######## block 1 ########
Block 1, I/O nets highlighted:
(1 px per um)
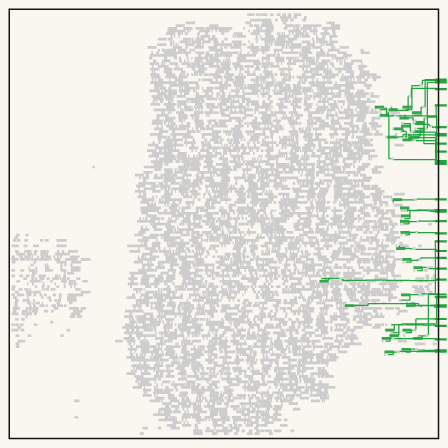

$ cat config.mk
export PLATFORM = sky130hd
export DESIGN_NAME = wb_commit_unit
export DESIGN_NICKNAME = d
export VERILOG_FILES = /design/src/rtl/wb_commit_unit.sv
export SDC_FILE = /design/constraint.sdc
export NUM_CORES = 2
export LEC_CHECK = 0
export CAP_MARGIN = 20
export CORE_UTILIZATION = 30
export DETAILED_ROUTE_END_ITERATION = 7
export SYNTH_ARGS = -nofsm -noshare
export SYNTH_HDL_FRONTEND = slang
export SYNTH_SLANG_ARGS = --single-unit
export TNS_END_PERCENT = 10
$ cat constraint.sdc
create_clock -name clk_i -period 4.7 [get_ports clk_i]
set_clock_uncertainty 0.05 [all_clocks]
set_input_delay 0.47 -clock clk_i [delete_from_list [all_inputs] [get_ports clk_i]]
set_output_delay 0.47 -clock clk_i [all_outputs]
set_load 0.005 [all_outputs]
$ cat src/rtl/wb_commit_unit.sv
`default_nettype none
// ============================================================================
// Module  : wb_commit_unit
// Brief   : Writeback stage that selects and extends the result, then commits it
//           to a 32x32 register file with bypassed reads and a last-commit
//           forward entry. Define RETIRE_CNT_EN to add the retire counter port.
// Rev     : 1.0
// ============================================================================
module wb_commit_unit #(
  parameter int DATA_W = 32,
  parameter int REG_N  = 32
`ifdef RETIRE_CNT_EN
  , parameter int CNT_W = 32
`endif
) (
  input  logic              clk_i,
  input  logic              rst_i,
  input  logic [DATA_W-1:0] alu_result_i,
  input  logic [DATA_W-1:0] memory_data_i,
  input  logic [2:0]        Op_i,
  input  logic              valid_i,
  input  logic [4:0]        rd_i,
  input  logic [4:0]        rs_addr_i,
  input  logic [4:0]        rt_addr_i,
  output logic [DATA_W-1:0] rs_data_o,
  output logic [DATA_W-1:0] rt_data_o,
  output logic              fwd_valid_o,
  output logic [4:0]        fwd_rd_o,
  output logic [DATA_W-1:0] fwd_data_o,
  output logic              err_o
`ifdef RETIRE_CNT_EN
  , output logic [CNT_W-1:0] retire_cnt_o
`endif
);

  localparam logic [2:0] OP_NOP = 3'd0;
  localparam logic [2:0] OP_ALU = 3'd1;
  localparam logic [2:0] OP_LW  = 3'd2;
  localparam logic [2:0] OP_LH  = 3'd3;
  localparam logic [2:0] OP_LHU = 3'd4;
  localparam logic [2:0] OP_LB  = 3'd5;
  localparam logic [2:0] OP_LBU = 3'd6;

  // x0 has no storage; it is forced to zero at the read ports
  logic [DATA_W-1:0] regs [1:REG_N-1];

  logic [7:0]        byte_sel;
  logic [15:0]       half_sel;
  logic [DATA_W-1:0] wdata;
  logic              aligned;
  logic              is_wr_op;
  logic              is_load;
  logic              commit;
  logic              misaligned;

  always_comb begin
    byte_sel = memory_data_i[7:0];
    case (alu_result_i[1:0])
      2'd1:    byte_sel = memory_data_i[15:8];
      2'd2:    byte_sel = memory_data_i[23:16];
      2'd3:    byte_sel = memory_data_i[31:24];
      default: byte_sel = memory_data_i[7:0];
    endcase
    half_sel = alu_result_i[1] ? memory_data_i[31:16] : memory_data_i[15:0];

    wdata    = alu_result_i;
    aligned  = 1'b1;
    is_wr_op = 1'b0;
    is_load  = 1'b0;
    case (Op_i)
      OP_ALU: is_wr_op = 1'b1;
      OP_LW: begin
        wdata    = memory_data_i;
        aligned  = (alu_result_i[1:0] == 2'b00);
        is_wr_op = 1'b1;
        is_load  = 1'b1;
      end
      OP_LH, OP_LHU: begin
        wdata    = (Op_i == OP_LH) ? {{(DATA_W-16){half_sel[15]}}, half_sel}
                                   : {{(DATA_W-16){1'b0}}, half_sel};
        aligned  = ~alu_result_i[0];
        is_wr_op = 1'b1;
        is_load  = 1'b1;
      end
      OP_LB, OP_LBU: begin
        wdata    = (Op_i == OP_LB) ? {{(DATA_W-8){byte_sel[7]}}, byte_sel}
                                   : {{(DATA_W-8){1'b0}}, byte_sel};
        is_wr_op = 1'b1;
        is_load  = 1'b1;
      end
      default: ;
    endcase
  end

  assign commit     = valid_i & is_wr_op & aligned & (rd_i != 5'd0);
  assign misaligned = valid_i & is_load & ~aligned;

  // Write-before-read: a same-cycle commit to the addressed register wins
  always_comb begin
    rs_data_o = '0;
    if (rs_addr_i != 5'd0)
      rs_data_o = (commit && (rd_i == rs_addr_i)) ? wdata : regs[rs_addr_i];
    rt_data_o = '0;
    if (rt_addr_i != 5'd0)
      rt_data_o = (commit && (rd_i == rt_addr_i)) ? wdata : regs[rt_addr_i];
  end

  always_ff @(posedge clk_i or negedge rst_i) begin
    if (!rst_i) begin
      for (int i = 1; i < REG_N; i++) regs[i] <= '0;
    end else if (commit) begin
      regs[rd_i] <= wdata;
    end
  end

  always_ff @(posedge clk_i or negedge rst_i) begin
    if (!rst_i) begin
      fwd_valid_o <= 1'b0;
      fwd_rd_o    <= 5'd0;
      fwd_data_o  <= '0;
      err_o       <= 1'b0;
    end else begin
      fwd_valid_o <= commit;
      if (commit) begin
        fwd_rd_o   <= rd_i;
        fwd_data_o <= wdata;
      end
      if (misaligned) err_o <= 1'b1;
    end
  end

`ifdef RETIRE_CNT_EN
  always_ff @(posedge clk_i or negedge rst_i) begin
    if (!rst_i)
      retire_cnt_o <= '0;
    else if (valid_i && (Op_i != OP_NOP))
      retire_cnt_o <= retire_cnt_o + 1'b1;
  end
`endif

endmodule
`default_nettype wire

######## block 2 ########
### src/rtl/sbox_pkg.sv
// Shared constants for the TRNG S-box compressor: group/nibble sizes and the
// fixed 5-to-4 substitution table.
package sbox_pkg;

  localparam int GROUP = 5;
  localparam int NIB   = 4;

  localparam logic [NIB-1:0] SBOX5 [32] = '{
    4'd9,  4'd0,  4'd4,  4'd11, 4'd13, 4'd12, 4'd3,  4'd15,
    4'd1,  4'd10, 4'd2,  4'd6,  4'd7,  4'd5,  4'd8,  4'd14,
    4'd3,  4'd12, 4'd6,  4'd13, 4'd5,  4'd7,  4'd1,  4'd9,
    4'd15, 4'd2,  4'd0,  4'd4,  4'd11, 4'd10, 4'd14, 4'd8
  };

endpackage

### src/rtl/sbox5_lookup.sv
// Combinational 5-bit to 4-bit S-box lookup, one instance per lane.
module sbox5_lookup
  import sbox_pkg::*;
(
  input  logic [GROUP-1:0] idx_i,
  output logic [NIB-1:0]   nib_o
);

  assign nib_o = SBOX5[idx_i];

endmodule

### src/rtl/sbox_stream_compressor.sv
// Serial raw-bit collector per lane, S-box compression of 5-bit groups, and an
// output FIFO with valid/ready handshake plus drop accounting.
module sbox_stream_compressor
  import sbox_pkg::*;
#(
  parameter int LANES = 4,
  parameter int DEPTH = 4
) (
  input  logic                     clk_i,
  input  logic                     rst_n_i,
  input  logic [LANES-1:0]         raw_bit_i,
  input  logic                     raw_valid_i,
  input  logic                     fold_en_i,
  input  logic                     clr_i,
  output logic [NIB*LANES-1:0]     d_out_o,
  output logic                     d_valid_o,
  input  logic                     d_ready_i,
  output logic [$clog2(DEPTH):0]   level_o,
  output logic                     ovf_o,
  output logic [15:0]              drop_cnt_o
);

  localparam int AW = $clog2(DEPTH);
  localparam int W  = NIB * LANES;

  logic [2:0]       cnt_q, cnt_d;
  logic             mode_q, mode_d;
  logic [W-1:0]     stage_q, stage_d;
  logic             stage_valid_q, stage_valid_d;
  logic [AW-1:0]    wr_ptr_q, wr_ptr_d, rd_ptr_q, rd_ptr_d;
  logic [AW:0]      level_q, level_d;
  logic             ovf_q, ovf_d;
  logic [15:0]      drop_cnt_q, drop_cnt_d;
  logic [W-1:0]     mem [DEPTH];

  logic             accept, last_bit;
  logic             pop, push, drop, full;
  logic [W-1:0]     concat_word, fold_word;
  logic [NIB-1:0]   nib [LANES];
  logic [NIB-1:0]   sr_q [LANES];

  assign accept   = raw_valid_i & ~clr_i;
  assign last_bit = accept && (cnt_q == 3'(GROUP - 1));

  // Index includes the incoming bit so the group completes on its 5th bit.
  for (genvar gi = 0; gi < LANES; gi++) begin : g_lane
    logic [GROUP-1:0] idx;
    assign idx = {sr_q[gi], raw_bit_i[gi]};

    sbox5_lookup u_sbox (
      .idx_i (idx),
      .nib_o (nib[gi])
    );

    assign concat_word[gi*NIB +: NIB] = nib[gi];

    always_ff @(posedge clk_i or negedge rst_n_i) begin
      if (!rst_n_i) begin
        sr_q[gi] <= '0;
      end else if (clr_i) begin
        sr_q[gi] <= '0;
      end else if (accept) begin
        sr_q[gi] <= idx[NIB-1:0];
      end
    end
  end

  always_comb begin
    fold_word = '0;
    for (int i = 0; i < LANES; i++) begin
      fold_word[NIB-1:0] = fold_word[NIB-1:0] ^ nib[i];
    end
  end

  assign full = (level_q == (AW+1)'(DEPTH));
  assign pop  = (level_q != '0) & d_ready_i & ~clr_i;
  assign push = stage_valid_q & ~clr_i & (~full | pop);
  assign drop = stage_valid_q & ~clr_i & ~push;

  always_comb begin
    cnt_d         = cnt_q;
    mode_d        = mode_q;
    stage_d       = stage_q;
    stage_valid_d = 1'b0;
    wr_ptr_d      = wr_ptr_q;
    rd_ptr_d      = rd_ptr_q;
    level_d       = level_q;
    ovf_d         = ovf_q;
    drop_cnt_d    = drop_cnt_q;
    if (clr_i) begin
      cnt_d      = '0;
      wr_ptr_d   = '0;
      rd_ptr_d   = '0;
      level_d    = '0;
      ovf_d      = 1'b0;
      drop_cnt_d = '0;
    end else begin
      if (accept) begin
        if (cnt_q == 3'd0) mode_d = fold_en_i;
        if (last_bit) begin
          cnt_d         = '0;
          stage_valid_d = 1'b1;
          stage_d       = mode_q ? fold_word : concat_word;
        end else begin
          cnt_d = cnt_q + 3'd1;
        end
      end
      if (push) wr_ptr_d = wr_ptr_q + 1'b1;
      if (pop)  rd_ptr_d = rd_ptr_q + 1'b1;
      if (push && !pop)      level_d = level_q + 1'b1;
      else if (pop && !push) level_d = level_q - 1'b1;
      if (drop) begin
        ovf_d = 1'b1;
        if (drop_cnt_q != 16'hFFFF) drop_cnt_d = drop_cnt_q + 16'd1;
      end
    end
  end

  always_ff @(posedge clk_i or negedge rst_n_i) begin
    if (!rst_n_i) begin
      cnt_q         <= '0;
      mode_q        <= 1'b0;
      stage_q       <= '0;
      stage_valid_q <= 1'b0;
      wr_ptr_q      <= '0;
      rd_ptr_q      <= '0;
      level_q       <= '0;
      ovf_q         <= 1'b0;
      drop_cnt_q    <= '0;
    end else begin
      cnt_q         <= cnt_d;
      mode_q        <= mode_d;
      stage_q       <= stage_d;
      stage_valid_q <= stage_valid_d;
      wr_ptr_q      <= wr_ptr_d;
      rd_ptr_q      <= rd_ptr_d;
      level_q       <= level_d;
      ovf_q         <= ovf_d;
      drop_cnt_q    <= drop_cnt_d;
    end
  end

  // Storage has no reset; the head is masked to zero whenever the FIFO is empty.
  always_ff @(posedge clk_i) begin
    if (push) mem[wr_ptr_q] <= stage_q;
  end

  assign d_valid_o  = (level_q != '0);
  assign d_out_o    = d_valid_o ? mem[rd_ptr_q] : '0;
  assign level_o    = level_q;
  assign ovf_o      = ovf_q;
  assign drop_cnt_o = drop_cnt_q;

endmodule

### config.mk
export PLATFORM = sky130hd
export DESIGN_NAME = sbox_stream_compressor
export DESIGN_NICKNAME = d
export VERILOG_FILES = /design/src/rtl/sbox_pkg.sv /design/src/rtl/sbox5_lookup.sv /design/src/rtl/sbox_stream_compressor.sv
export SDC_FILE = /design/constraint.sdc
export NUM_CORES = 1
export LEC_CHECK = 0
export CAP_MARGIN = 10
export CELL_PAD_IN_SITES_DETAIL_PLACEMENT = 1
export CELL_PAD_IN_SITES_GLOBAL_PLACEMENT = 1
export CORE_UTILIZATION = 44
export DETAILED_ROUTE_END_ITERATION = 8
export PLACE_DENSITY = 0.74
export SYNTH_ARGS = -nofsm -noshare
export SYNTH_HDL_FRONTEND = slang
export SYNTH_SLANG_ARGS = --single-unit
### constraint.sdc
create_clock -name clk_i -period 2.56 [get_ports clk_i]
set_input_delay 0.256 -clock clk_i [delete_from_list [all_inputs] [get_ports clk_i]]
set_output_delay 0.256 -clock clk_i [all_outputs]
set_load 0.05 [all_outputs]
######## block 3 ########
==> config.mk <==
export PLATFORM = sky130hd
export DESIGN_NAME = yutorina_if_stage
export DESIGN_NICKNAME = d
export VERILOG_FILES = /design/src/rtl/yutorina_pkg.sv /design/src/rtl/yutorina_bus_if.sv /design/src/rtl/yutorina_if_stage.sv
export SDC_FILE = /design/constraint.sdc
export NUM_CORES = 1
export LEC_CHECK = 0
export CAP_MARGIN = 5
export CORE_MARGIN = 4
export CORE_UTILIZATION = 45
export DETAILED_ROUTE_END_ITERATION = 10
export GPL_TIMING_DRIVEN = 0
export HOLD_SLACK_MARGIN = 0.1
export PLACE_DENSITY_LB_ADDON = 0.12
export SLEW_MARGIN = 20
export SYNTH_ARGS = -nofsm -noshare
export SYNTH_HDL_FRONTEND = slang
export SYNTH_SLANG_ARGS = --single-unit
==> constraint.sdc <==
create_clock -name clk -period 3.1 [get_ports clk]
set_clock_uncertainty 0.15 [all_clocks]
set_input_delay 0.62 -clock clk [delete_from_list [all_inputs] [get_ports clk]]
set_output_delay 0.62 -clock clk [all_outputs]
set_load 0.02 [all_outputs]
==> src/rtl/yutorina_pkg.sv <==
// Shared constants for the yutorina fetch path: bus widths, active-low strobe
// levels, fetch FSM state encodings and the reset defaults of the IF stage.
package yutorina_pkg;

    localparam int unsigned IF_ADDR_W = 30;
    localparam int unsigned IF_DATA_W = 32;

    // Active-low control levels used on the bus and the pipeline enables
    localparam logic ENABLE_  = 1'b0;
    localparam logic DISABLE_ = 1'b1;

    localparam logic READ  = 1'b1;
    localparam logic WRITE = 1'b0;

    // Fetch FSM encodings
    typedef logic [1:0] if_state_t;
    localparam if_state_t IF_IDLE   = 2'd0;
    localparam if_state_t IF_REQ    = 2'd1;
    localparam if_state_t IF_ACCESS = 2'd2;

    localparam logic [IF_ADDR_W-1:0] IF_RESET_VECTOR = '0;
    localparam logic [IF_DATA_W-1:0] IF_NOP_INSN     = '0;

endpackage

==> src/rtl/yutorina_bus_if.sv <==
// Fetch bus master: request/grant/strobe sequencing and the drop flag that
// discards an access whose target was invalidated by a redirect.
module yutorina_bus_if
    import yutorina_pkg::*;
(
    input  logic clk,
    input  logic rst,
    input  logic i_stall,
    input  logic i_hold_v,
    input  logic i_redirect,
    input  logic i_bus_grant_,
    input  logic i_bus_rdy_,
    output logic o_bus_req_,
    output logic o_bus_as_,
    output logic o_cpl_valid
);

    if_state_t r_state;
    if_state_t w_state_next;
    logic      r_drop;
    logic      w_drop_next;
    logic      w_cpl;

    assign w_cpl       = (r_state == IF_ACCESS) && (i_bus_rdy_ == ENABLE_);
    assign o_cpl_valid = w_cpl & ~r_drop;
    assign o_bus_req_  = (r_state == IF_IDLE) ? DISABLE_ : ENABLE_;
    assign o_bus_as_   = (r_state == IF_ACCESS) ? ENABLE_ : DISABLE_;

    // Next fetch state; an undrained hold buffer under stall parks the FSM in IDLE
    always_comb begin
        w_state_next = r_state;
        case (r_state)
            IF_IDLE: begin
                if (!i_hold_v || !i_stall) begin
                    w_state_next = IF_REQ;
                end
            end
            IF_REQ: begin
                if (i_bus_grant_ == ENABLE_) begin
                    w_state_next = IF_ACCESS;
                end
            end
            IF_ACCESS: begin
                if (w_cpl) begin
                    if (i_stall || i_hold_v) begin
                        w_state_next = IF_IDLE;
                    end else if (i_bus_grant_ == ENABLE_) begin
                        w_state_next = IF_ACCESS;
                    end else begin
                        w_state_next = IF_REQ;
                    end
                end
            end
            default: w_state_next = IF_IDLE;
        endcase
    end

    // Drop marks an in-flight access made stale by a redirect; cleared when it completes
    always_comb begin
        w_drop_next = r_drop;
        if (w_cpl) begin
            w_drop_next = 1'b0;
        end else if (i_redirect && (r_state == IF_ACCESS)) begin
            w_drop_next = 1'b1;
        end
    end

    // State registers
    always_ff @(posedge clk) begin
        if (rst) begin
            r_state <= IF_IDLE;
            r_drop  <= 1'b0;
        end else begin
            r_state <= w_state_next;
            r_drop  <= w_drop_next;
        end
    end

endmodule

==> src/rtl/yutorina_if_stage.sv <==
// Instruction-fetch stage: owns the PC, a one-entry hold buffer that catches a
// fetch completing under stall, and the IF/ID pipeline registers.
module yutorina_if_stage
    import yutorina_pkg::*;
#(
    parameter int unsigned          ADDR_W       = IF_ADDR_W,
    parameter int unsigned          DATA_W       = IF_DATA_W,
    parameter logic [ADDR_W-1:0]    RESET_VECTOR = IF_RESET_VECTOR,
    parameter logic [DATA_W-1:0]    NOP_INSN     = IF_NOP_INSN
) (
    input  logic              clk,
    input  logic              rst,
    input  logic              i_stall,
    input  logic              i_flush,
    input  logic [ADDR_W-1:0] i_new_pc,
    input  logic              i_br_taken,
    input  logic [ADDR_W-1:0] i_br_addr,
    output logic              o_bus_req_,
    input  logic              i_bus_grant_,
    output logic              o_bus_as_,
    output logic [ADDR_W-1:0] o_bus_addr,
    output logic              o_bus_rw,
    input  logic [DATA_W-1:0] i_bus_rd_data,
    input  logic              i_bus_rdy_,
    output logic              o_if_en_,
    output logic [ADDR_W-1:0] o_if_pc,
    output logic [DATA_W-1:0] o_if_insn
);

    logic [ADDR_W-1:0] r_pc;
    logic              r_hold_v;
    logic [ADDR_W-1:0] r_hold_pc;
    logic [DATA_W-1:0] r_hold_insn;
    logic              r_if_en_;
    logic [ADDR_W-1:0] r_if_pc;
    logic [DATA_W-1:0] r_if_insn;

    logic [ADDR_W-1:0] w_pc_next;
    logic              w_hold_v_next;
    logic [ADDR_W-1:0] w_hold_pc_next;
    logic [DATA_W-1:0] w_hold_insn_next;
    logic              w_if_en_next;
    logic [ADDR_W-1:0] w_if_pc_next;
    logic [DATA_W-1:0] w_if_insn_next;

    logic              w_redirect;
    logic              w_cpl_valid;

    // A branch is only honoured when not stalled; flush always is
    assign w_redirect = i_flush | (i_br_taken & ~i_stall);

    yutorina_bus_if u_bus_if (
        .clk          (clk),
        .rst          (rst),
        .i_stall      (i_stall),
        .i_hold_v     (r_hold_v),
        .i_redirect   (w_redirect),
        .i_bus_grant_ (i_bus_grant_),
        .i_bus_rdy_   (i_bus_rdy_),
        .o_bus_req_   (o_bus_req_),
        .o_bus_as_    (o_bus_as_),
        .o_cpl_valid  (w_cpl_valid)
    );

    assign o_bus_addr = r_pc;
    assign o_bus_rw   = READ;
    assign o_if_en_   = r_if_en_;
    assign o_if_pc    = r_if_pc;
    assign o_if_insn  = r_if_insn;

    // PC, hold buffer and output register update; priority flush > stall > branch
    always_comb begin
        w_pc_next        = r_pc;
        w_hold_v_next    = r_hold_v;
        w_hold_pc_next   = r_hold_pc;
        w_hold_insn_next = r_hold_insn;
        w_if_en_next     = r_if_en_;
        w_if_pc_next     = r_if_pc;
        w_if_insn_next   = r_if_insn;
        if (i_flush) begin
            w_pc_next      = i_new_pc;
            w_hold_v_next  = 1'b0;
            w_if_en_next   = DISABLE_;
            w_if_insn_next = NOP_INSN;
        end else if (i_stall) begin
            // Outputs frozen; a completing fetch is parked rather than lost
            if (w_cpl_valid) begin
                w_hold_insn_next = i_bus_rd_data;
                w_hold_pc_next   = r_pc;
                w_hold_v_next    = 1'b1;
                w_pc_next        = r_pc + ADDR_W'(1);
            end
        end else if (i_br_taken) begin
            // No delay slot: whatever completes now is squashed
            w_pc_next      = i_br_addr;
            w_hold_v_next  = 1'b0;
            w_if_en_next   = DISABLE_;
            w_if_insn_next = NOP_INSN;
        end else if (r_hold_v) begin
            w_if_en_next   = ENABLE_;
            w_if_pc_next   = r_hold_pc;
            w_if_insn_next = r_hold_insn;
            w_hold_v_next  = 1'b0;
        end else if (w_cpl_valid) begin
            w_if_en_next   = ENABLE_;
            w_if_pc_next   = r_pc;
            w_if_insn_next = i_bus_rd_data;
            w_pc_next      = r_pc + ADDR_W'(1);
        end else begin
            w_if_en_next   = DISABLE_;
            w_if_pc_next   = r_pc;
            w_if_insn_next = NOP_INSN;
        end
    end

    // Stage registers
    always_ff @(posedge clk) begin
        if (rst) begin
            r_pc        <= RESET_VECTOR;
            r_hold_v    <= 1'b0;
            r_hold_pc   <= RESET_VECTOR;
            r_hold_insn <= NOP_INSN;
            r_if_en_    <= DISABLE_;
            r_if_pc     <= RESET_VECTOR;
            r_if_insn   <= NOP_INSN;
        end else begin
            r_pc        <= w_pc_next;
            r_hold_v    <= w_hold_v_next;
            r_hold_pc   <= w_hold_pc_next;
            r_hold_insn <= w_hold_insn_next;
            r_if_en_    <= w_if_en_next;
            r_if_pc     <= w_if_pc_next;
            r_if_insn   <= w_if_insn_next;
        end
    end

endmodule


==> screenshots <==
Met2 routing.
picture 1
(3 px per um)
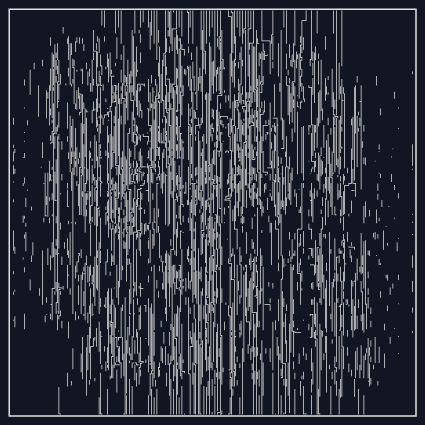
picture 2
(4 px per um)
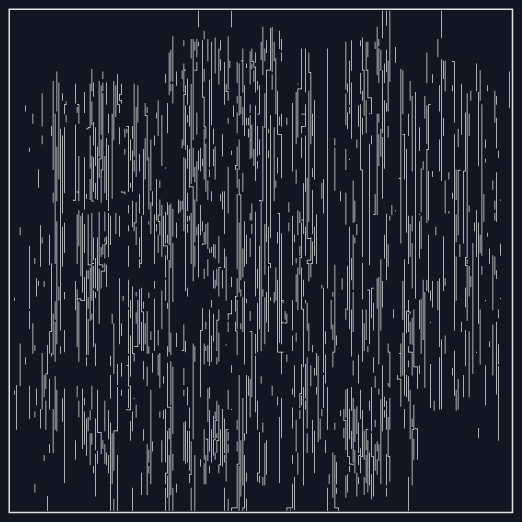
picture 3
(1 px per um)
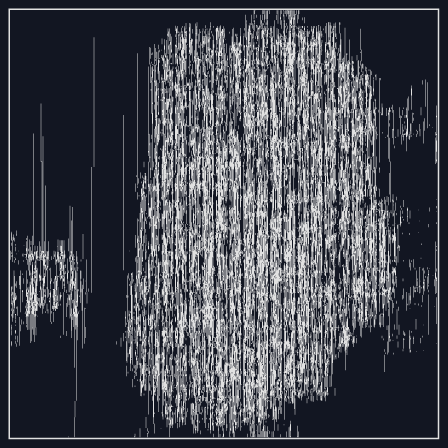
- block 1 = picture 3
- block 3 = picture 1
- block 2 = picture 2

Key to picture 3:
wire length on this layer	96.1 mm
main direction	vertical
nets with wire on the layer	4143

Block 1, placement view:
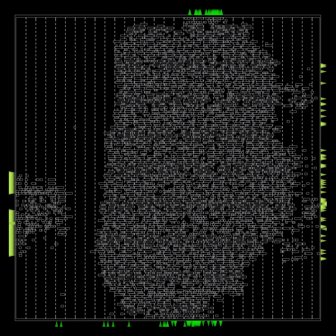
Final Core Density: 0.3555
area of the core: 179200 sq um
Flops: 1031
Tap Count: 2355
Rows: 155

Notes on 'I/O nets highlighted' of block 1 above:
color	port	bits	direction	edge	end cells	buffers	wire
green	fwd_data_o	32	output	east	32	32	1710 um

==> results.sh, block 1 <==
# yosys + openroad results
export IMPL_drt_met1_wl_mm=87.21
export IMPL_rsz0062_at_grt="no"
export IMPL_setup_viol=0
export IMPL_power_frac_seq=0.438
export IMPL_n_fill_cell=17822
export IMPL_synthMuxAreaShare=0.2047
export IMPL_rr_endpoint="fwd_data_o[23]"
export IMPL_synthesis_nets=5306
export IMPL_layout_comb_gates_multi_input=3642
export IMPL_path_delay_family="buffers and inverters"
export IMPL_cp_start_kind="input port"
export IMPL_drcViolationCount=0
export IMPL_status="finished clean"
export IMPL_cp_slowest_stage_delay_ns=0.73
export IMPL_stdcell_area_sq_um=63700
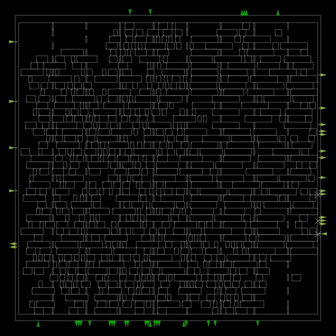
Block 2: placement view
Final Core Density: 0.5599
Final Non-Filler Cells: 818
Flops: 125
area of the core: 14700 sq um
fraction of area in registers: 0.4196

==> results.sh, block 2 <==
# yosys + openroad results
export IMPL_status="complete, but fails checks"
export IMPL_violations="DRC"
export IMPL_power_switching_uw=1348
export IMPL_synth_distinct_cells=58
export IMPL_ant_nets=0
export IMPL_clock_path_buffers=2
export IMPL_worstHoldPathType="in2async"
export IMPL_clkSinkCount=125
export IMPL_dieArea_sq_um=15740
export IMPL_async_flop_share=0.4880
export IMPL_drcViolationCount=3
export IMPL_aoi_share=0.06660
export IMPL_min_period_ns=2.535
export IMPL_dp_cells=781
export IMPL_worstPathCellList="or4b_4 -> buf_4 -> or3b_4 -> a41oi_4 -> nand4_4 -> or3_1 -> a21oi_1"
export IMPL_top_register="mem"
export IMPL_cpMaxStageDelayCell="or4b_4"
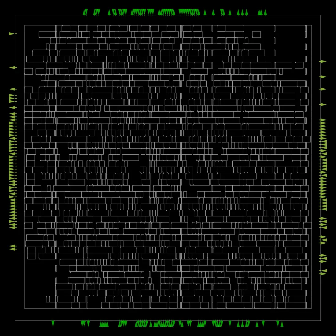
Block 3: placement view
Final Core Density: 0.6331
Flops: 159
Final Non-Filler Cells: 1371

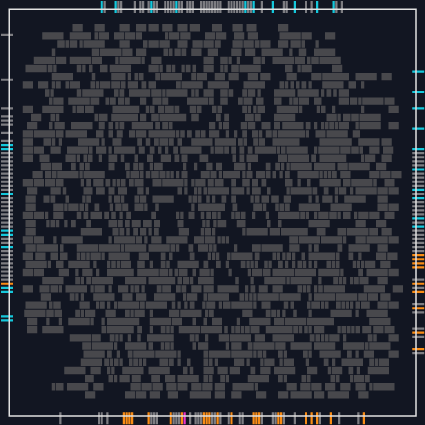
Block 3: I/O pins on the die edge
(3 px per um) Pins as bars across the die edge, other pins in gray.
color	port	pins	direction	edge
cyan	o_if_pc	30	output	10 east, 10 north, 10 west
orange	i_bus_rd_data	32	input	22 south, 9 east, 1 west
magenta	o_if_en_	1	output	south
all pins by edge	51 north, 51 south, 47 west, 46 east
Chip Width: 135.1 um
Port Buffers: 192

==> results.sh, block 3 <==
# yosys + openroad results
export IMPL_synthMostInstantiatedCell="nand2_1"
export IMPL_gr_usage_met3=0.07638
export IMPL_max_cap_viol_count=0
export IMPL_status="finished clean"
export IMPL_rr_worst_depth=6
export IMPL_post_cts_resize_count=1
export IMPL_max_freq_mhz=324.5
export IMPL_pwr_share_clk=0.428
export IMPL_clock_latency_ns=0.43
export IMPL_async_flop_share=0
export IMPL_crit_required_ns=3.24
export IMPL_p_sw_frac=0.2613
export IMPL_cts_hold_buf=0
export IMPL_grt_pass1_wl_mm=39.05
export IMPL_seq_share=0.3165
export IMPL_pg_clk_uw=2090
export IMPL_worst_slack_ns=0.01808
export IMPL_cp_num_cells=8
export IMPL_drcViolationCount=0
export IMPL_grt_busiest_layer="met2"
export IMPL_avgSynthCellArea_sq_um=7.826
export IMPL_grt_util_all_layers=0.2749
export IMPL_crit_fanout=10
export IMPL_yosys_warnings=0
export IMPL_ys_sh_xor=0.007228
export IMPL_vias=7705
export IMPL_common_cells="nand2_1 (202), dfxtp_1 (159), a21oi_1 (105)"
export IMPL_worstHoldPathCells=2
export IMPL_p_int_uw=3601
export IMPL_stdcell_area_sq_um=10060
export IMPL_drt_met1_wl_mm=10.58
export IMPL_grt_max_degree=17
export IMPL_hold_slack_ns=0.3018
export IMPL_cp_slowest_stage_delay_ns=0.63
export IMPL_route_met3_wl_mm=2.558
export IMPL_wl_per_cell_um=18.54
export IMPL_p_seq_uw=2160


==> notes/layouts.md <==
Pictures saved along the way, in no particular order.

Wiring by layer.
(a)
(2 px per um) Two of the layers only.
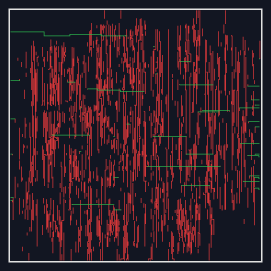
(b)
(2 px per um) Two of the layers only.
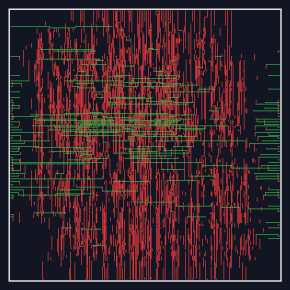
(c)
(1 px per um) Two of the layers only.
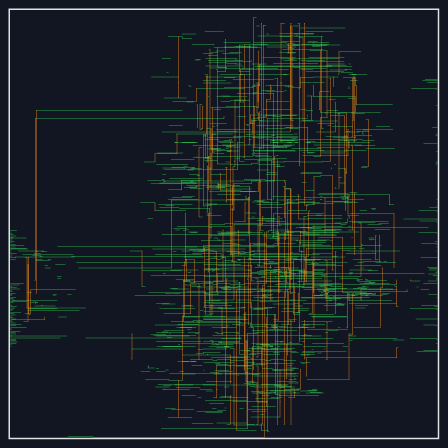
| picture | from |
|---|---|
| (b) | block 3 |
| (a) | block 2 |
| (c) | block 1 |
- smallest die: (a)
- least wire: (a)

Key to (c):
color	layer	wire length
green	metal 3	22.8 mm
orange	metal 4	11700 um

